=== design 1 ===
Figure 1. Clock network drawn from the DEF (design 1).
Scale: 1.5 px per micron.
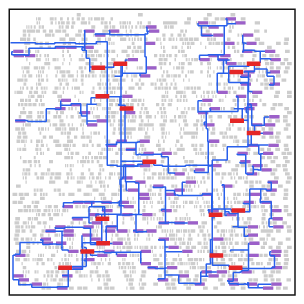

--- src/rtl/muldiv_unit.sv ---
// ============================================================================
// muldiv_unit
// ----------------------------------------------------------------------------
// Iterative HI/LO unit for a MIPS-style pipeline. Executes MULT, MULTU, DIV
// and DIVU with a radix-2 datapath, one step per clock, and handles MTHI/MTLO
// as single-edge register writes.
//
// Operation timeline for a multiply or divide:
//   accept edge (IDLE -> RUN), 32 RUN edges (one step each, RUN -> FIX on the
//   last), FIX edge (sign-correct, write HI/LO, FIX -> IDLE).
//   Busy is therefore high for 33 cycles, and the new HI/LO appear in the
//   cycle where Busy drops. Division by zero skips RUN entirely.
//
// Ports:
//   clock          system clock, rising-edge active
//   reset          synchronous active-high reset
//   EX_Op          3-bit HI/LO opcode in EX (0 none, 1 MULT, 2 MULTU, 3 DIV,
//                  4 DIVU, 5 MTHI, 6 MTLO, 7 reserved/none)
//   EX_Valid       EX instruction is live
//   EX_Rs_Data     Rs operand (multiplicand / dividend / MTHI-MTLO source)
//   EX_Rt_Data     Rt operand (multiplier / divisor)
//   ID_Reads_HiLo  MFHI/MFLO sitting in ID
//   HI, LO         architectural HI/LO registers
//   Busy           unit is mid-operation (state != IDLE)
//   EX_Stall_Req   hold EX: a HI/LO op is waiting while the unit is busy
//   ID_Stall_Req   hold ID: an MFHI/MFLO is waiting while the unit is busy
// ============================================================================
module muldiv_unit (
    input  logic        clock,
    input  logic        reset,
    input  logic [2:0]  EX_Op,
    input  logic        EX_Valid,
    input  logic [31:0] EX_Rs_Data,
    input  logic [31:0] EX_Rt_Data,
    input  logic        ID_Reads_HiLo,
    output logic [31:0] HI,
    output logic [31:0] LO,
    output logic        Busy,
    output logic        EX_Stall_Req,
    output logic        ID_Stall_Req
);

    localparam logic [2:0] OP_MULT  = 3'd1;
    localparam logic [2:0] OP_MULTU = 3'd2;
    localparam logic [2:0] OP_DIV   = 3'd3;
    localparam logic [2:0] OP_DIVU  = 3'd4;
    localparam logic [2:0] OP_MTHI  = 3'd5;
    localparam logic [2:0] OP_MTLO  = 3'd6;

    typedef enum logic [1:0] {
        IDLE = 2'd0,
        RUN  = 2'd1,
        FIX  = 2'd2
    } state_t;

    state_t      state;
    state_t      state_next;

    logic [4:0]  count;

    // acc is shared by both algorithms.
    //   multiply: acc[63:32] partial product, acc[31:0] multiplier being
    //             shifted out as product bits shift in
    //   divide:   acc[63:32] partial remainder, acc[31:0] dividend being
    //             shifted out as quotient bits shift in
    logic [63:0] acc;
    logic [31:0] op_a;          // |multiplicand| or |divisor|
    logic        is_div;
    logic        neg_main;      // negate product / quotient in FIX
    logic        neg_rem;       // negate remainder in FIX
    logic        div_zero;

    // Opcode decode
    logic        op_is_mult;
    logic        op_is_div;
    logic        op_is_signed;
    logic        op_is_live;
    logic        accept_arith;
    logic        accept_div_zero;
    logic [31:0] rs_abs;
    logic [31:0] rt_abs;

    // Step datapaths
    logic [32:0] mul_sum;
    logic [63:0] mul_next;
    logic [32:0] div_shifted;
    logic [32:0] div_diff;
    logic [63:0] div_next;

    // FIX-stage results
    logic [63:0] prod_fixed;
    logic [31:0] quo_fixed;
    logic [31:0] rem_fixed;

    // ------------------------------------------------------------------------
    // Opcode decode and operand magnitude extraction. Signed ops work on
    // absolute values; 0x80000000 maps to itself, which is the correct
    // unsigned magnitude.
    // ------------------------------------------------------------------------
    always_comb begin
        op_is_mult      = EX_Valid && ((EX_Op == OP_MULT) || (EX_Op == OP_MULTU));
        op_is_div       = EX_Valid && ((EX_Op == OP_DIV)  || (EX_Op == OP_DIVU));
        op_is_signed    = (EX_Op == OP_MULT) || (EX_Op == OP_DIV);
        op_is_live      = EX_Valid && (EX_Op != 3'd0) && (EX_Op != 3'd7);
        accept_arith    = (state == IDLE) && (op_is_mult || op_is_div);
        accept_div_zero = op_is_div && (EX_Rt_Data == 32'd0);
        rs_abs = (op_is_signed && EX_Rs_Data[31]) ? (~EX_Rs_Data + 32'd1) : EX_Rs_Data;
        rt_abs = (op_is_signed && EX_Rt_Data[31]) ? (~EX_Rt_Data + 32'd1) : EX_Rt_Data;
    end

    // ------------------------------------------------------------------------
    // One radix-2 step of each algorithm.
    // Multiply: conditionally add the multiplicand into the upper half, then
    // shift the whole 65-bit result right by one.
    // Restoring divide: shift the next dividend bit into the remainder, try
    // subtracting the divisor, keep the difference only if it did not borrow.
    // ------------------------------------------------------------------------
    always_comb begin
        mul_sum     = {1'b0, acc[63:32]} + (acc[0] ? {1'b0, op_a} : 33'd0);
        mul_next    = {mul_sum, acc[31:1]};
        div_shifted = {acc[63:32], acc[31]};
        div_diff    = div_shifted - {1'b0, op_a};
        if (div_diff[32]) begin
            div_next = {div_shifted[31:0], acc[30:0], 1'b0};
        end else begin
            div_next = {div_diff[31:0], acc[30:0], 1'b1};
        end
    end

    // ------------------------------------------------------------------------
    // Sign correction applied in FIX.
    // ------------------------------------------------------------------------
    always_comb begin
        prod_fixed = neg_main ? (~acc + 64'd1) : acc;
        quo_fixed  = neg_main ? (~acc[31:0] + 32'd1) : acc[31:0];
        rem_fixed  = neg_rem  ? (~acc[63:32] + 32'd1) : acc[63:32];
    end

    // ------------------------------------------------------------------------
    // FSM state register.
    // ------------------------------------------------------------------------
    always_ff @(posedge clock) begin
        if (reset) begin
            state <= IDLE;
        end else begin
            state <= state_next;
        end
    end

    // ------------------------------------------------------------------------
    // FSM next-state and status outputs. Stall requests are only ever raised
    // while busy, so an idle unit never holds the pipeline.
    // ------------------------------------------------------------------------
    always_comb begin
        state_next   = state;
        Busy         = (state != IDLE);
        EX_Stall_Req = 1'b0;
        ID_Stall_Req = 1'b0;

        if (Busy) begin
            EX_Stall_Req = op_is_live;
            ID_Stall_Req = ID_Reads_HiLo;
        end

        case (state)
            IDLE: begin
                if (accept_arith) begin
                    state_next = accept_div_zero ? FIX : RUN;
                end
            end
            RUN: begin
                if (count == 5'd31) begin
                    state_next = FIX;
                end
            end
            FIX: begin
                state_next = IDLE;
            end
            default: begin
                state_next = IDLE;
            end
        endcase
    end

    // ------------------------------------------------------------------------
    // Datapath and HI/LO. HI/LO change only on MTHI/MTLO in IDLE or in FIX;
    // a reset mid-operation discards the partial result.
    // For a zero divisor the raw dividend is parked in acc[31:0] so FIX can
    // return it unmodified in HI.
    // ------------------------------------------------------------------------
    always_ff @(posedge clock) begin
        if (reset) begin
            count    <= 5'd0;
            acc      <= 64'd0;
            op_a     <= 32'd0;
            is_div   <= 1'b0;
            neg_main <= 1'b0;
            neg_rem  <= 1'b0;
            div_zero <= 1'b0;
            HI       <= 32'd0;
            LO       <= 32'd0;
        end else begin
            case (state)
                IDLE: begin
                    if (EX_Valid && (EX_Op == OP_MTHI)) begin
                        HI <= EX_Rs_Data;
                    end
                    if (EX_Valid && (EX_Op == OP_MTLO)) begin
                        LO <= EX_Rs_Data;
                    end
                    if (accept_arith) begin
                        count    <= 5'd0;
                        op_a     <= rt_abs;
                        acc      <= {32'd0, accept_div_zero ? EX_Rs_Data : rs_abs};
                        is_div   <= op_is_div;
                        neg_main <= op_is_signed && (EX_Rs_Data[31] ^ EX_Rt_Data[31]);
                        neg_rem  <= op_is_signed && EX_Rs_Data[31];
                        div_zero <= accept_div_zero;
                    end
                end
                RUN: begin
                    count <= count + 5'd1;
                    acc   <= is_div ? div_next : mul_next;
                end
                FIX: begin
                    if (div_zero) begin
                        LO <= 32'hFFFF_FFFF;
                        HI <= acc[31:0];
                    end else if (is_div) begin
                        LO <= quo_fixed;
                        HI <= rem_fixed;
                    end else begin
                        LO <= prod_fixed[31:0];
                        HI <= prod_fixed[63:32];
                    end
                end
                default: begin
                    count <= 5'd0;
                end
            endcase
        end
    end

endmodule

--- config.mk ---
export PLATFORM = sky130hd
export DESIGN_NAME = muldiv_unit
export DESIGN_NICKNAME = d
export VERILOG_FILES = /design/src/rtl/muldiv_unit.sv
export SDC_FILE = /design/constraint.sdc
export NUM_CORES = 1
export LEC_CHECK = 0
export CAP_MARGIN = 25
export CORE_UTILIZATION = 40
export CTS_BUF_LIST = sky130_fd_sc_hd__clkbuf_4 sky130_fd_sc_hd__clkbuf_8 sky130_fd_sc_hd__clkbuf_16
export CTS_CLUSTER_DIAMETER = 60
export DETAILED_ROUTE_END_ITERATION = 6
export GPL_TIMING_DRIVEN = 0
export PLACE_DENSITY = 0.56
export SLEW_MARGIN = 0
export SYNTH_ARGS = -nofsm -noshare
export SYNTH_HDL_FRONTEND = slang
export SYNTH_SLANG_ARGS = --single-unit
--- constraint.sdc ---
create_clock -name clock -period 8.98 [get_ports clock]
set_input_delay 1.796 -clock clock [delete_from_list [all_inputs] [get_ports clock]]
set_output_delay 1.796 -clock clock [all_outputs]
set_load 0.02 [all_outputs]
=== design 2 ===
[config.mk]
export PLATFORM = sky130hd
export DESIGN_NAME = serdes_encryptor_scheduler
export DESIGN_NICKNAME = d
export VERILOG_FILES = /design/src/rtl/serdes_encryptor_scheduler.sv
export SDC_FILE = /design/constraint.sdc
export NUM_CORES = 1
export LEC_CHECK = 0
export ABC_AREA = 1
export CAP_MARGIN = 20
export CORE_UTILIZATION = 38
export DETAILED_ROUTE_END_ITERATION = 7
export PLACE_DENSITY_LB_ADDON = 0.2
export SLEW_MARGIN = 30
export SYNTH_ARGS = -nofsm -noshare
export SYNTH_HDL_FRONTEND = slang
export SYNTH_SLANG_ARGS = --single-unit
export TNS_END_PERCENT = 5
[constraint.sdc]
create_clock -name clk -period 2.42 [get_ports clk]
set_input_delay 0.484 -clock clk [delete_from_list [all_inputs] [get_ports clk]]
set_output_delay 0.484 -clock clk [all_outputs]
set_load 0.01 [all_outputs]
[src/rtl/serdes_encryptor_scheduler.sv]
// Round-robin scheduler that shares one serial encryptor core among NUM_REQ requesters.
// Optional perf counters are enabled with `define SERDES_SCHED_PERF_EN.
module serdes_encryptor_scheduler #(
   parameter int NUM_REQ = 4,
   parameter int CNT_W   = 16,
   localparam int ID_W   = (NUM_REQ > 1) ? $clog2(NUM_REQ) : 1
) (
   input  logic                 clk,
   input  logic                 rst,
   input  logic [NUM_REQ-1:0]   req,
   input  logic [NUM_REQ*8-1:0] req_a,
   input  logic [NUM_REQ*8-1:0] req_b,
   output logic [NUM_REQ-1:0]   gnt,
   output logic                 busy,
   output logic                 rsp_valid,
   input  logic                 rsp_ready,
   output logic [7:0]           rsp_data,
   output logic [ID_W-1:0]      rsp_id,
   output logic                 rsp_err,
   output logic                 core_start,
   output logic                 core_a_bit,
   output logic                 core_b_bit,
   input  logic                 core_cipher,
   input  logic                 core_done,
   output logic [CNT_W-1:0]     perf_done_cnt,
   output logic [CNT_W-1:0]     perf_stall_cnt
);

   typedef enum logic [2:0] {
      S_IDLE, S_ISSUE, S_FEED, S_WAIT, S_CAPTURE, S_RESP
   } state_t;

   state_t          state_q, state_d;
   logic [2:0]      cnt_q, cnt_d;
   logic [ID_W-1:0] ptr_q, ptr_d;
   logic [ID_W-1:0] id_q, id_d;
   logic [7:0]      a_q, a_d, b_q, b_d;
   logic [7:0]      data_q, data_d;
   logic            err_q, err_d;
   logic [ID_W-1:0] win_s, idx_s;
   logic            found_s;
   logic [7:0]      a_sel_s, b_sel_s;

   // First set request at or after the pointer, scanning upward with wrap.
   always_comb begin
      win_s   = '0;
      idx_s   = '0;
      found_s = 1'b0;
      a_sel_s = 8'h00;
      b_sel_s = 8'h00;
      for (int i = 0; i < NUM_REQ; i++) begin
         idx_s = ID_W'((int'(ptr_q) + i) % NUM_REQ);
         if (!found_s && req[idx_s]) begin
            found_s = 1'b1;
            win_s   = idx_s;
         end
      end
      for (int i = 0; i < NUM_REQ; i++) begin
         if (ID_W'(i) == win_s) begin
            a_sel_s = req_a[i*8 +: 8];
            b_sel_s = req_b[i*8 +: 8];
         end
      end
   end

   always_comb begin
      state_d = state_q;
      cnt_d   = cnt_q;
      ptr_d   = ptr_q;
      id_d    = id_q;
      a_d     = a_q;
      b_d     = b_q;
      data_d  = data_q;
      err_d   = err_q;
      case (state_q)
         S_IDLE: begin
            if (found_s) begin
               state_d = S_ISSUE;
               id_d    = win_s;
               a_d     = a_sel_s;
               b_d     = b_sel_s;
               ptr_d   = ID_W'((int'(win_s) + 1) % NUM_REQ);
               err_d   = 1'b0;
               cnt_d   = 3'd0;
            end
         end
         S_ISSUE: begin
            state_d = S_FEED;
            cnt_d   = 3'd0;
         end
         S_FEED: begin
            // A done still high from a previous operation is a handshake error.
            if (cnt_q == 3'd0 && core_done) err_d = 1'b1;
            if (cnt_q == 3'd7) begin
               state_d = S_WAIT;
               cnt_d   = 3'd0;
            end else begin
               cnt_d = cnt_q + 3'd1;
            end
         end
         S_WAIT: begin
            if (cnt_q == 3'd1) begin
               state_d = S_CAPTURE;
               cnt_d   = 3'd0;
            end else begin
               cnt_d = cnt_q + 3'd1;
            end
         end
         S_CAPTURE: begin
            data_d = {data_q[6:0], core_cipher};
            if (cnt_q == 3'd7) begin
               if (!core_done) err_d = 1'b1;
               state_d = S_RESP;
               cnt_d   = 3'd0;
            end else begin
               cnt_d = cnt_q + 3'd1;
            end
         end
         S_RESP: begin
            if (rsp_ready) state_d = S_IDLE;
         end
         default: state_d = S_IDLE;
      endcase
   end

   always_ff @(posedge clk) begin
      if (rst) begin
         state_q <= S_IDLE;
         cnt_q   <= 3'd0;
         ptr_q   <= '0;
         id_q    <= '0;
         a_q     <= 8'h00;
         b_q     <= 8'h00;
         data_q  <= 8'h00;
         err_q   <= 1'b0;
      end else begin
         state_q <= state_d;
         cnt_q   <= cnt_d;
         ptr_q   <= ptr_d;
         id_q    <= id_d;
         a_q     <= a_d;
         b_q     <= b_d;
         data_q  <= data_d;
         err_q   <= err_d;
      end
   end

   // Outputs are decoded straight from registered state.
   always_comb begin
      gnt        = (state_q == S_ISSUE) ? (NUM_REQ'(1) << id_q) : '0;
      core_start = (state_q == S_ISSUE);
      core_a_bit = (state_q == S_FEED) ? a_q[3'd7 - cnt_q] : 1'b0;
      core_b_bit = (state_q == S_FEED) ? b_q[3'd7 - cnt_q] : 1'b0;
      busy       = (state_q != S_IDLE);
      rsp_valid  = (state_q == S_RESP);
      rsp_data   = data_q;
      rsp_id     = id_q;
      rsp_err    = err_q;
   end

`ifdef SERDES_SCHED_PERF_EN
   logic [CNT_W-1:0] done_cnt_q, done_cnt_d, stall_cnt_q, stall_cnt_d;

   // Saturating counters for completed handshakes and back-pressure cycles.
   always_comb begin
      done_cnt_d  = done_cnt_q;
      stall_cnt_d = stall_cnt_q;
      if (rsp_valid && rsp_ready && (done_cnt_q != '1)) done_cnt_d = done_cnt_q + CNT_W'(1);
      if (rsp_valid && !rsp_ready && (stall_cnt_q != '1)) stall_cnt_d = stall_cnt_q + CNT_W'(1);
   end

   always_ff @(posedge clk) begin
      if (rst) begin
         done_cnt_q  <= '0;
         stall_cnt_q <= '0;
      end else begin
         done_cnt_q  <= done_cnt_d;
         stall_cnt_q <= stall_cnt_d;
      end
   end

   assign perf_done_cnt  = done_cnt_q;
   assign perf_stall_cnt = stall_cnt_q;
`else
   assign perf_done_cnt  = '0;
   assign perf_stall_cnt = '0;
`endif

endmodule
=== design 3 ===
$ cat src/rtl/fpu_issue_scheduler_pkg.sv
// Shared types for the FPU issue scheduler.
// Operation codes and scheduler FSM states.
package fpu_op;

  typedef enum logic [2:0] {
    ADD,
    SUB,
    MUL,
    DIV,
    SQRT,
    CONVERT
  } op_type;

  function automatic logic is_iterative(op_type op);
    return (op == DIV) || (op == SQRT);
  endfunction

endpackage

package fpu_issue;

  typedef enum logic [1:0] {
    IDLE,
    ITERATE,
    FINISH
  } sched_state;

endpackage

$ cat src/rtl/fpu_issue_scheduler_tag_pipe.sv
// Valid+tag shift register tracking ops in the FPU pipeline.
// Single load port feeds stage 0; the last stage is the result.
module fpu_issue_tag_pipe #(
  parameter int DEPTH     = 4,
  parameter int TAG_WIDTH = 4
) (
  input  logic                 clk,
  input  logic                 reset,
  input  logic                 load,
  input  logic [TAG_WIDTH-1:0] load_tag,
  output logic [DEPTH-1:0]     valid,
  output logic [TAG_WIDTH-1:0] tag_out
);

  logic [TAG_WIDTH-1:0] tags [DEPTH];

  // Advance every stage each cycle; results are never held.
  always_ff @(posedge clk) begin
    if (reset) begin
      valid <= '0;
      for (int i = 0; i < DEPTH; i++) tags[i] <= '0;
    end else begin
      valid   <= {valid[DEPTH-2:0], load};
      tags[0] <= load ? load_tag : '0;
      for (int i = 1; i < DEPTH; i++) tags[i] <= tags[i-1];
    end
  end

  assign tag_out = tags[DEPTH-1];

endmodule

$ cat src/rtl/fpu_issue_scheduler.sv
// Issue controller at the front of the pipelined FPU.
// Optional macro FPU_ISSUE_PERF_COUNTERS_EN adds perf counters.
module fpu_issue_scheduler
  import fpu_op::*;
  import fpu_issue::*;
#(
  parameter int PIPE_LATENCY = 4,
  parameter int DIV_ITERS    = 26,
  parameter int SQRT_ITERS   = 25,
  parameter int TAG_WIDTH    = 4
) (
  input  logic                    clk,
  input  logic                    reset,
  input  logic                    req_valid,
  output logic                    req_ready,
  input  op_type                  req_op,
  input  logic [TAG_WIDTH-1:0]    req_tag,
  output logic [PIPE_LATENCY-1:0] pipe_valid,
  output logic                    iter_load,
  output logic                    iter_enable,
  output logic                    iter_last,
  output logic                    iter_is_sqrt,
  output logic                    result_valid,
  output logic [TAG_WIDTH-1:0]    result_tag,
  output logic                    busy
`ifdef FPU_ISSUE_PERF_COUNTERS_EN
  ,
  output logic [31:0]             perf_issued,
  output logic [31:0]             perf_stall,
  output logic [31:0]             perf_iter
`endif
);

  localparam int MAX_ITERS =
    (DIV_ITERS > SQRT_ITERS) ? DIV_ITERS : SQRT_ITERS;
  localparam int CW = $clog2(MAX_ITERS);

  if (PIPE_LATENCY < 2) begin : g_bad_lat
    $error("PIPE_LATENCY must be at least 2");
  end
  if (DIV_ITERS <= PIPE_LATENCY) begin : g_bad_div
    $error("DIV_ITERS must exceed PIPE_LATENCY");
  end
  if (SQRT_ITERS <= PIPE_LATENCY) begin : g_bad_sqrt
    $error("SQRT_ITERS must exceed PIPE_LATENCY");
  end

  sched_state           state;
  sched_state           next_state;
  logic [CW-1:0]        cnt;
  logic [TAG_WIDTH-1:0] iter_tag;
  logic                 accept;
  logic                 is_iter;
  logic                 pipe_load;
  logic [TAG_WIDTH-1:0] pipe_tag;

  assign is_iter = is_iterative(req_op);

  // State register.
  always_ff @(posedge clk) begin
    if (reset) state <= IDLE;
    else       state <= next_state;
  end

  // Next-state logic: iterative ops divert through ITERATE/FINISH.
  always_comb begin
    next_state = state;
    unique case (state)
      IDLE:    if (accept && is_iter) next_state = ITERATE;
      ITERATE: if (cnt == '0) next_state = FINISH;
      FINISH:  next_state = IDLE;
      default: next_state = IDLE;
    endcase
  end

  // Outputs: handshake, iteration strobes, pipe injection.
  always_comb begin
    req_ready   = (state == IDLE) && !reset;
    accept      = req_valid && req_ready;
    iter_enable = (state == ITERATE);
    iter_last   = (state == ITERATE) && (cnt == '0);
    pipe_load   = (accept && !is_iter) || (state == FINISH);
    pipe_tag    = (state == FINISH) ? iter_tag : req_tag;
    busy        = (state != IDLE) || (|pipe_valid);
  end

  // Iteration bookkeeping: counter, saved tag, sqrt select, load pulse.
  always_ff @(posedge clk) begin
    if (reset) begin
      cnt          <= '0;
      iter_tag     <= '0;
      iter_is_sqrt <= 1'b0;
      iter_load    <= 1'b0;
    end else begin
      iter_load <= accept && is_iter;
      if (accept && is_iter) begin
        cnt          <= (req_op == SQRT) ? CW'(SQRT_ITERS - 1)
                                         : CW'(DIV_ITERS - 1);
        iter_is_sqrt <= (req_op == SQRT);
        iter_tag     <= req_tag;
      end else if (state == ITERATE && cnt != '0) begin
        cnt <= cnt - CW'(1);
      end
    end
  end

  fpu_issue_tag_pipe #(
    .DEPTH    (PIPE_LATENCY),
    .TAG_WIDTH(TAG_WIDTH)
  ) u_tag_pipe (
    .clk     (clk),
    .reset   (reset),
    .load    (pipe_load),
    .load_tag(pipe_tag),
    .valid   (pipe_valid),
    .tag_out (result_tag)
  );

  assign result_valid = pipe_valid[PIPE_LATENCY-1];

`ifdef FPU_ISSUE_PERF_COUNTERS_EN
  // Saturating event counters for issue, stall and iteration cycles.
  always_ff @(posedge clk) begin
    if (reset) begin
      perf_issued <= '0;
      perf_stall  <= '0;
      perf_iter   <= '0;
    end else begin
      if (accept && perf_issued != '1)
        perf_issued <= perf_issued + 32'd1;
      if (req_valid && !req_ready && perf_stall != '1)
        perf_stall <= perf_stall + 32'd1;
      if (state == ITERATE && perf_iter != '1)
        perf_iter <= perf_iter + 32'd1;
    end
  end
`endif

endmodule

$ cat config.mk
export PLATFORM = sky130hd
export DESIGN_NAME = fpu_issue_scheduler
export DESIGN_NICKNAME = d
export VERILOG_FILES = /design/src/rtl/fpu_issue_scheduler_pkg.sv /design/src/rtl/fpu_issue_scheduler_tag_pipe.sv /design/src/rtl/fpu_issue_scheduler.sv
export SDC_FILE = /design/constraint.sdc
export NUM_CORES = 1
export LEC_CHECK = 0
export CAP_MARGIN = 20
export CORE_AREA = 2 2 56 71
export CTS_CLUSTER_SIZE = 20
export DETAILED_ROUTE_END_ITERATION = 6
export DIE_AREA = 0 0 58 73
export PLACE_DENSITY = 0.61
export SLEW_MARGIN = 30
export SYNTH_ARGS = -nofsm -noshare
export SYNTH_HDL_FRONTEND = slang
export SYNTH_SLANG_ARGS = --single-unit
$ cat constraint.sdc
create_clock -name clk -period 4.3 [get_ports clk]
set_input_delay 0.43 -clock clk [delete_from_list [all_inputs] [get_ports clk]]
set_output_delay 0.43 -clock clk [all_outputs]
set_load 0.02 [all_outputs]
=== design 4 ===
## config.mk

```make
export PLATFORM = sky130hd
export DESIGN_NAME = voice_mix_accum
export DESIGN_NICKNAME = d
export VERILOG_FILES = /design/src/rtl/voice_mix_accum.sv
export SDC_FILE = /design/constraint.sdc
export NUM_CORES = 1
export LEC_CHECK = 0
export CORE_MARGIN = 3
export CORE_UTILIZATION = 45
export DETAILED_ROUTE_END_ITERATION = 10
export PLACE_DENSITY = 0.65
export RECOVER_POWER = 50
export SYNTH_ARGS = -nofsm -noshare
export SYNTH_HDL_FRONTEND = slang
export SYNTH_SLANG_ARGS = --single-unit
```

## constraint.sdc

```tcl
create_clock -name i_clk -period 8.1 [get_ports i_clk]
set_input_delay 1.62 -clock i_clk [delete_from_list [all_inputs] [get_ports i_clk]]
set_output_delay 1.62 -clock i_clk [all_outputs]
set_load 0.005 [all_outputs]
```

## src/rtl/voice_mix_accum.sv

```systemverilog
// Sums N_SRC signed voice partials over one sound-period slot window, applies a
// master gain shift and queues the sample in a 2-deep valid/ready FIFO.
// Optional clamp to 16-bit range: define MIX_SATURATE_EN.
module voice_mix_accum #(
    parameter int N_SRC     = 4,
    parameter int ACC_START = 2,
    parameter int ACC_LEN   = 512,
    parameter int ACC_W     = 32
) (
    input  logic                 i_clk,
    input  logic                 i_rst,
    input  logic [15:0]          i_tp,
    input  logic [16*N_SRC-1:0]  i_samples,
    input  logic [3:0]           i_gain_shift,
    output logic [15:0]          o_sample,
    output logic                 o_valid,
    input  logic                 i_ready,
    output logic [7:0]           o_drop_cnt
);

    localparam int          CLOSE    = ACC_START + ACC_LEN;
    localparam logic [15:0] TP_START = 16'(ACC_START);
    localparam logic [15:0] TP_CLOSE = 16'(CLOSE);

    logic                    tp_zero_s;
    logic                    in_window_s;
    logic                    at_close_s;
    logic                    close_s;
    logic                    push_s;
    logic                    pop_s;
    logic signed [ACC_W-1:0] sum_s;
    logic signed [ACC_W-1:0] acc_r;
    logic                    armed_r;
    logic                    frame_open_r;
    logic [15:0]             mixed_s;

    logic [15:0]             head_r;
    logic [15:0]             tail_r;
    logic [1:0]              count_r;
    logic                    valid_r;
    logic [7:0]              drop_r;
    logic [15:0]             head_nx_s;
    logic [15:0]             tail_nx_s;
    logic [1:0]              count_nx_s;
    logic                    valid_nx_s;
    logic [7:0]              drop_nx_s;

    // Decode the time position into clear / accumulate / close events.
    always_comb begin
        tp_zero_s   = (i_tp == 16'd0);
        in_window_s = (i_tp >= TP_START) && (i_tp < TP_CLOSE);
        at_close_s  = (i_tp == TP_CLOSE);
        close_s     = at_close_s && armed_r;
        // Only a frame that actually started at tp==0 is allowed to produce output.
        push_s      = close_s && frame_open_r;
        pop_s       = valid_r && i_ready;
    end

    // Sign-extended sum of all source partials for this cycle.
    always_comb begin
        sum_s = '0;
        for (int k = 0; k < N_SRC; k++) begin
            sum_s = sum_s + ACC_W'($signed(i_samples[16*k +: 16]));
        end
    end

`ifdef MIX_SATURATE_EN
    localparam logic signed [ACC_W-1:0] SAT_MAX = ACC_W'(32'sd32767);
    localparam logic signed [ACC_W-1:0] SAT_MIN = ACC_W'(-32'sd32768);
    logic signed [ACC_W-1:0] shifted_s;

    // Gain shift followed by clamp into the signed 16-bit range.
    always_comb begin
        shifted_s = acc_r >>> i_gain_shift;
        if (shifted_s > SAT_MAX) begin
            mixed_s = 16'h7FFF;
        end else if (shifted_s < SAT_MIN) begin
            mixed_s = 16'h8000;
        end else begin
            mixed_s = shifted_s[15:0];
        end
    end
`else
    // Gain shift followed by two's-complement truncation to 16 bits.
    always_comb begin
        mixed_s = 16'(acc_r >>> i_gain_shift);
    end
`endif

    // Accumulator, close edge-detect and frame-valid tracking.
    always_ff @(posedge i_clk or posedge i_rst) begin
        if (i_rst) begin
            acc_r        <= '0;
            armed_r      <= 1'b1;
            frame_open_r <= 1'b0;
        end else begin
            armed_r <= !at_close_s;
            if (tp_zero_s) begin
                acc_r        <= '0;
                frame_open_r <= 1'b1;
            end else if (close_s) begin
                acc_r        <= '0;
                frame_open_r <= 1'b0;
            end else if (in_window_s) begin
                acc_r <= acc_r + sum_s;
            end else begin
                acc_r <= acc_r;
            end
        end
    end

    // FIFO next state; head_r always holds the oldest entry so o_sample is a flop.
    always_comb begin
        head_nx_s  = head_r;
        tail_nx_s  = tail_r;
        count_nx_s = count_r;
        drop_nx_s  = drop_r;
        case (count_r)
            2'd0: begin
                if (push_s) begin
                    head_nx_s  = mixed_s;
                    count_nx_s = 2'd1;
                end else begin
                    count_nx_s = 2'd0;
                end
            end
            2'd1: begin
                if (push_s && pop_s) begin
                    head_nx_s = mixed_s;
                end else if (push_s) begin
                    tail_nx_s  = mixed_s;
                    count_nx_s = 2'd2;
                end else if (pop_s) begin
                    count_nx_s = 2'd0;
                end else begin
                    count_nx_s = 2'd1;
                end
            end
            2'd2: begin
                if (pop_s) begin
                    head_nx_s = tail_r;
                    if (push_s) begin
                        tail_nx_s  = mixed_s;
                        count_nx_s = 2'd2;
                    end else begin
                        count_nx_s = 2'd1;
                    end
                end else if (push_s) begin
                    if (drop_r != 8'hFF) begin
                        drop_nx_s = drop_r + 8'd1;
                    end else begin
                        drop_nx_s = drop_r;
                    end
                end else begin
                    count_nx_s = 2'd2;
                end
            end
            default: begin
                count_nx_s = 2'd0;
            end
        endcase
        valid_nx_s = (count_nx_s != 2'd0);
    end

    // FIFO storage, occupancy and drop counter registers.
    always_ff @(posedge i_clk or posedge i_rst) begin
        if (i_rst) begin
            head_r  <= 16'd0;
            tail_r  <= 16'd0;
            count_r <= 2'd0;
            valid_r <= 1'b0;
            drop_r  <= 8'd0;
        end else begin
            head_r  <= head_nx_s;
            tail_r  <= tail_nx_s;
            count_r <= count_nx_s;
            valid_r <= valid_nx_s;
            drop_r  <= drop_nx_s;
        end
    end

    assign o_sample   = head_r;
    assign o_valid    = valid_r;
    assign o_drop_cnt = drop_r;

endmodule
```

Figure 2. Cell outlines without signal wires (design 4).
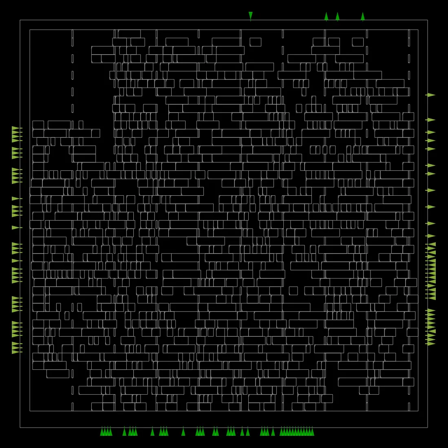
Seq area share: 21.3%
core area: 0.0159 sq mm
tap cells: 216
utilization after layout: 56.0%

==> Changelog: implementation, design 4 <==
## Implementation

* Non-clk buf share at 12.9%
* Worst hold stages at 2
* First-pass GRT wire length at 26200 microns
* Top cells by count: 151 x inv_1, 75 x dfrtp_1, 66 x nand2_1
* Clock tree from TritonCTS: yes
* Post-synth EDFFs at 0
* Top reg by flops: acc_r
* Hold Buf Count CTS at 0
* Via count at 5753
* Maximum capacitance violations at 1
* Non-Clock Inverter Count at 152
* DP Area at 0.00862 sq mm
* Dominant cells by area after synthesis: dfrtp_1 26%, fa_1 17%, inv_1 7.7%
* Multi-input logic area at 0.00472 sq mm
* CP max FO at 4
* F_max at 0.168 GHz
* Critical path launch point type: primary input
* Post-synth top area cell: dfrtp_1
* Failing checks: capacitance limit, slew limit
* Highest metal used: met4
* Non-clock buffers at 117
* Pre-CTS setup slack at 1.83 ns
* Critical Path Start: i_samples[1]
* Pins Over Slew Limit at 77
* Leak at 4.40 nW
* Drt drc at 0
* Finished Layout Cells at 1140
* Gp weighted congestion at 0.859
* Crit Reg-Reg Startpoint: acc_r[1]
* Clkbuf count at 10
* Clock latency (worst-skew pair) at 0.34 ns
* Worst Path Arrival at 6.17 ns
* Inst Count DP at 1124
* DR WL met3 at 523 microns
* CP Depth at 18
* Share of layout cells above drive strength 1 at 6.28%
* Run status: finished, violations left
* Slew headroom at -160%
==> design 4: power by group <==
part           internal (W)  total [W]  switching [W]
sequential         0.000439   0.000517      0.0000781
clock              0.000249   0.000409       0.000160
combinational      0.000841    0.00188        0.00103
total               0.00153    0.00280        0.00127
==> design 4: cell families (layout without fill, tap and decap cells) <==
family                     count (synthesis)  after routing  share of synthesized area (%)
AOI/OAI and AO/OA                        202            202                           17.8
xor gates and xnor gates                  31             31                           3.70
adders and majority gates                 95             95                           22.5
buffers and inverters                    190            285                           9.95
DFF                                       76             76                           25.9
muxes                                     55             55                           9.10
and+or+nand+nor                          180            180                           11.0
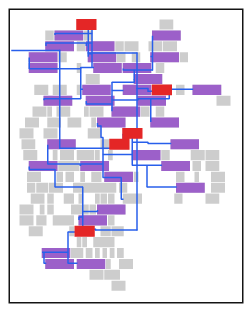
Figure 3: design 3, clock network drawn from the DEF.
Scale: 4 px per micron.
- cells driving clock nets: red (count 5)
- clock wires: blue (length 438 microns)
- flip-flops: purple (count 33)
- routed clock nets: 6
Power Clock: 0.000299 W
Clk pwr share: 44.7%
clock latency (worst-skew pair): 0.28 ns
clock skew: 0.00419 ns

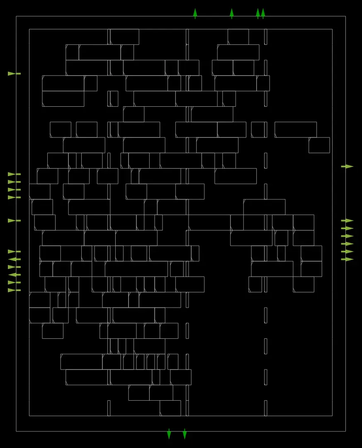
Figure 4: design 3, cell outlines without signal wires.
seq_cells: 33
tap cells: 40

==> Changelog: implementation, design 3 <==
## Implementation

* Run status: finished clean
* Most numerous logic cells after layout: 33 x dfxtp_1, 24 x clkdlybuf4s50_1, 16 x nor2b_1
* Pwr Density at 429 mW/mm^2
* Seq pwr share at 47.5%
* Clock tree from TritonCTS: yes
* Synthesized instance count at 114
* Top power group: registers
* Mux share at 4.99%
* Sw Ratio at 21.0%
* Row Count at 25
* Worst path setup slack after routing at 1.78 ns
* Synth async-reset ratio at 0%
* CP max FO at 5
* Crit Reg-Reg Endpoint: cnt[0]
* Sequential cell area at 661 sq um
* Worst path bufs/invs at 2
* Critical path launch point type: flip-flop
* Post-CTS Resized at 0
* Synth warnings at 0
* Filler instances at 363
* Non-clock buffers at 25
* Utilization after layout at 43.0%
* Post-synth EDFFs at 0
* CP cell instances: inv_1, ha_1, or3b_4, nor3_1, clkdlybuf4s50_1
* Antenna Nets Post-Route at 0
* Largest register FFs at 16
* VDD IR-drop max at 0.190 mV
* Slowest CP cell: clkdlybuf4s50_1
* Hold worst-path end: u_tag_pipe.tags[0][8]
* Xor+xnor area frac at 0.728%
* Post-route setup TNS at 0 ns
* Final Hold Slack at 0.434 ns
* Non-Clock Inverter Count at 6
* Pre-CTS setup slack at 1.94 ns
* CP delay by family, top: buffers and inverters
* Finished Layout Cells at 178
* WL final at 2250 microns
* Commonest flop: dfxtp_1
* Worst hold stages at 1
* Adder-Cell Fraction of Synth Area at 1.04%
* Ports at 25
* CTS Buffer Depth at 2
* Worst-path clk slew at 0.06 ns
* Power Total at 0.000669 W
* First-pass GRT wire length at 3750 microns
* Comb gates at 66
* Synth Area per Inst at 10.5 sq um
* Largest class: flip-flops and latches
* Die area at 0.00423 sq mm
* F_max at 0.397 GHz
* Post-Syn Area at 0.00120 sq mm
* CP Depth at 5
* Final Hold Fails at 0
* Initial antenna violation count at 0
* Synth Area in Compound Gates at 10.7%
* Clk sinks at 33
[design 3: Yosys cell counts, drive strengths merged, types with 4 or more instances]
cell | number | area [sq um]
buf | 7 | 48.8
inv | 6 | 22.5
nor2b | 16 | 100
nor2 | 12 | 45.0
a21oi | 4 | 23.8
mux2i | 6 | 60.1
dfxtp | 33 | 661
nor3 | 4 | 20.0
a32o | 4 | 40.0
[design 3: layer usage]
layer  share of wire, %  track usage [%]
met5                  0                0
met4                5.0             10.3
met3                5.6             4.61
met2                 48             18.9
met1                 41             13.0
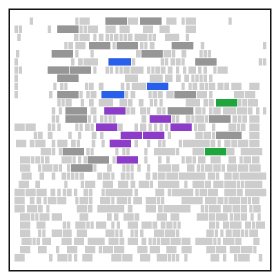
Figure 5: design 2, where the registers sit.
Scale: 3 px per micron. Other sequential cells in the stronger grey, the rest of the logic in the fainter grey.
- b_q: purple (flops 8; where centre)
- cnt_q: blue (flops 3)
- rsp_id: green (flops 2)
- not coloured: 22
sequential cell area: 711 sq um
utilization after layout: 62.7%
Seq area share: 16.5%
seq pwr: 0.000960 W

==> Changelog: implementation, design 2 <==
## Implementation

* Non-clk buf share at 30.2%
* DRT met1 WL at 3370 microns
* Die X at 86.7 microns
* Post-synth EDFFs at 0
* Final clock-cell share at 1.98%
* Logic share of the area at 45.1%
* Synth Seq Share at 25.7%
* CP delay by family, top: simple AND/OR/NAND/NOR gates
* Worst path setup slack after routing at -0.0779 ns
* Leak at 2.04 nW
* GR Util met3 at 3.81%
* Failing checks: setup timing
* Non-Clock Inverter Count at 31
* Most numerous logic cells after layout: 118 x nand2_1, 87 x clkdlybuf4s50_1, 75 x nor2_1
* Port Buffers at 92
* Worst Setup EP: a_q[3]
* Top cell area share at 25.7%
* Run status: finished, violations left
* DP Area at 0.00376 sq mm
* Final Setup Violations at 15
* RSZ-0062 raised after global routing: true
* Detailed placement HPWL at 5400 microns
* CP Depth at 23
* Die area at 0.00751 sq mm
* Wire length on met2 at 4230 microns
* CTS Buffer Depth at 2
* DRT Pass-1 Iters at 4
* Critical Path Start: ptr_q[0]
* Worst path most repeated cell: nand2_1
* DR WL met3 at 324 microns
* Maximum capacitance violations at 0
* Gate power share at 78.7%
* Nets@finish at 654
* Largest net degree at the start of global routing at 38
* Synth Area per Inst at 5.93 sq um
[design 2: cells by family (layout without fill, tap and decap cells)]
| logic type | count (synthesis) | count (layout) | synth area share (%) |
|---|---|---|---|
| and+or+nand+nor | 250 | 250 | 37.5 |
| other | 1 | 32 | 0.138 |
| buffers and inverters | 81 | 165 | 17.1 |
| AOI/OAI and AO/OA | 84 | 84 | 15.8 |
| DFF | 35 | 35 | 25.7 |
| adders and majority gates | 8 | 8 | 3.67 |
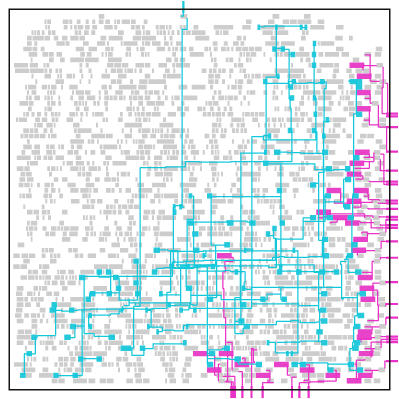
Figure 6: design 1, port wiring.
Scale: 2 px per micron.
- reset: cyan (direction input; edge north; end cells 146; wire 3190 microns)
- LO: magenta (direction output; edge 23 east, 9 south; end cells 32; wire 799 microns)
Ports: 138
Port Buffers: 136

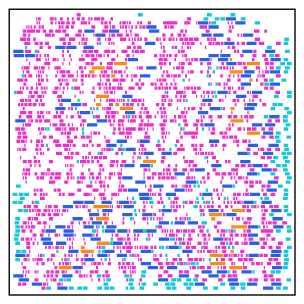
Figure 7: design 1, cell classes on the final placement.
Scale: 1.5 px per micron.
- all other logic: magenta (cells 1552; share of their area 63%)
- clock drivers and dummy loads: orange (cells 32; share of their area 3.8%)
- flip-flops: blue (cells 171; share of their area 21%)
- other buffers and delay cells: cyan (cells 264; share of their area 12%)
Final Cell Area: 0.0166 sq mm
Seq area share: 20.6%
Row Count: 68

About Figure 1:
- clock wires: blue (length 2790 microns)
- flip-flops: purple (count 171)
- cells driving clock nets: red (count 17)
- routed clock nets: 18
- flops lie: widely spread
clock skew: 0.0127 ns
Clk pwr share: 35.9%
Power Clock: 0.000819 W

==> Changelog: implementation, design 1 <==
## Implementation

* Run status: finished clean
* Post-synthesis cell type count at 73
* Worst-path clk slew at 0.07 ns
* Met2 GRT Util at 58.9%
* Final Hold Fails at 0
* Cts bufs inserted at 17
* Commonest flop: dfxtp_1
* # diodes at 0
* Power Total at 0.00228 W
* Antenna Nets Post-Route at 0
* Post-synth EDFFs at 0
* Min-delay worst type: flip-flop to flip-flop
* Comb area leader: AND-OR/OR-AND gates
* Filler instances at 3636
* Worst path bufs/invs at 3
* Clock tree from TritonCTS: yes
* Core area at 0.0345 sq mm
* Synth Seq Share at 24.3%
* Pre-CTS setup slack at 3.00 ns
* Hold Buf Count CTS at 0
* Avg WL per Cell at 25.2 microns
* Tap cells at 455
* Nets@finish at 2149
* Mux share at 5.84%
* GR Util met3 at 3.73%
* Largest register FFs at 64
* Final min period at 5.58 ns
* CP cell instances: clkdlybuf4s50_1, inv_1, ha_1, nor4b_1, nand3_1, nor4_2, nand4_1, nand3_1, buf_2, nor2_1, xor2_1, nor2_1, a2111oi_0
* Drt initial violations at 1356
* Final clock-cell share at 3.68%
* CP max FO at 10
* Post-synth top area cell: dfxtp_1
* VDD IR-drop max at 0.155 mV
* Non-Clock Inverter Count at 70
* R2r setup slk at 3.87 ns
* Maximum capacitance violations at 0
* DR WL met3 at 3780 microns
* RSZ-0062 raised after global routing: false
* Final Setup Violations at 0
* Slowest CP cell: nor4_2
* Critical path launch point type: primary input
* FP Util at 40.7%
* Most frequent logic cell in the layout: nor2_1
* Dominant cells by area after synthesis: dfxtp_1 24%, ha_1 6.2%, mux2i_1 5.8%
* Highest metal used: met4
* Clk sinks at 171
* Die Y at 189 microns
* Leak at 6.28 nW
* Synthesized instance count at 1851
* Utilization after layout at 48.1%
* CP delay by family, top: simple AND/OR/NAND/NOR gates
* First-pass GRT wire length at 92600 microns
* Inst Count DP at 2442
* Gp weighted congestion at 0.999
* Clkbuf count at 17
* WL final at 62300 microns
* Top cells by count: 192 x nor2_1, 171 x dfxtp_1, 151 x a21oi_1
* CTS Root Cell: clkbuf_16
* Setup Buffers After CTS at 0
* DP Area at 0.0160 sq mm
* Log Warnings at 26
* Adder-Cell Fraction of Synth Area at 6.51%
* Total gr overflow at 0
* Pins Over Slew Limit at 0
* F_max at 0.179 GHz
==> design 1: final timing paths <==
| kind | from | to | cells past startpoint |
|---|---|---|---|
| hold reg to reg | op_a[21] | op_a[21] | 2 |
| setup / recovery | EX_Rt_Data[0] | acc[2] | 13 |
| setup reg to reg | acc[0] | acc[56] | 14 |
| hold / removal | op_a[21] | op_a[21] | 2 |
==> design 1: power breakdown <==
part	leakage [nW]	internal [W]	total (W)	switching [W]
sequential	1.39	0.000795	0.000842	0.0000468
clock	0.298	0.000444	0.000819	0.000376
combinational	4.59	0.000229	0.000620	0.000391


==> notes/layouts.md <==
Pictures saved along the way, in no particular order.

Port wiring.
panel A
Scale: 6 px per micron.
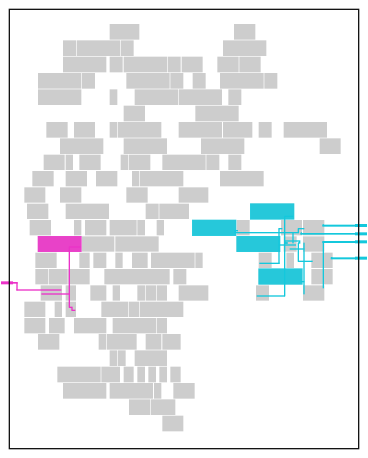
panel B
Scale: 4 px per micron.
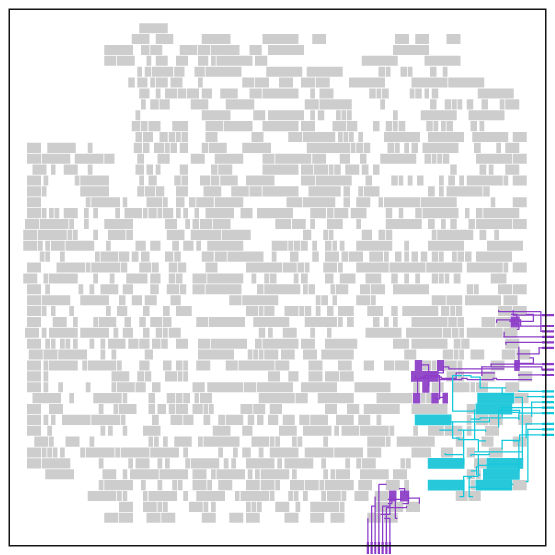
panel C
Scale: 6 px per micron.
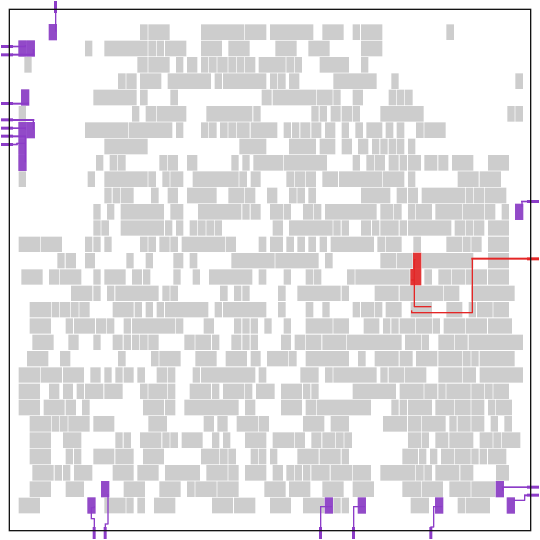
- design 3 = panel A
- design 2 = panel C
- design 4 = panel B
Of these, most cells: panel B

Key to panel B:
- i_tp: purple (direction input; edge 9 east, 7 south; end cells 13; wire 332 microns)
- o_drop_cnt: cyan (direction output; edge east; end cells 8; wire 286 microns)


==> notes/layouts.md <==
Pictures saved along the way, in no particular order.

Cell classes on the final placement.
image #1
Scale: 2 px per micron.
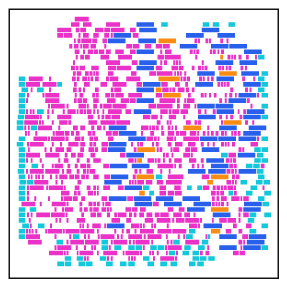
image #2
Scale: 4 px per micron.
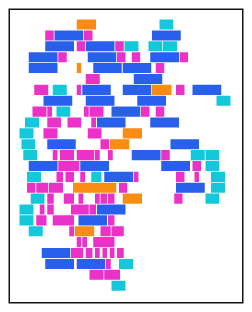
image #3
Scale: 3 px per micron.
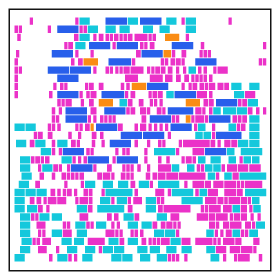
| picture | from |
|---|---|
| image #3 | design 2 |
| image #2 | design 3 |
| image #1 | design 4 |
The one with the fewest cells is image #2.
The one with the largest die is image #1.

Key to image #1:
- clock drivers and dummy loads: orange (cells 16; share of their area 3.6%)
- other buffers and delay cells: cyan (cells 117; share of their area 13%)
- all other logic: magenta (cells 715; share of their area 61%)
- flip-flops: blue (cells 76; share of their area 22%)

No activity file was given, so power comes from the tool's default toggle rates.
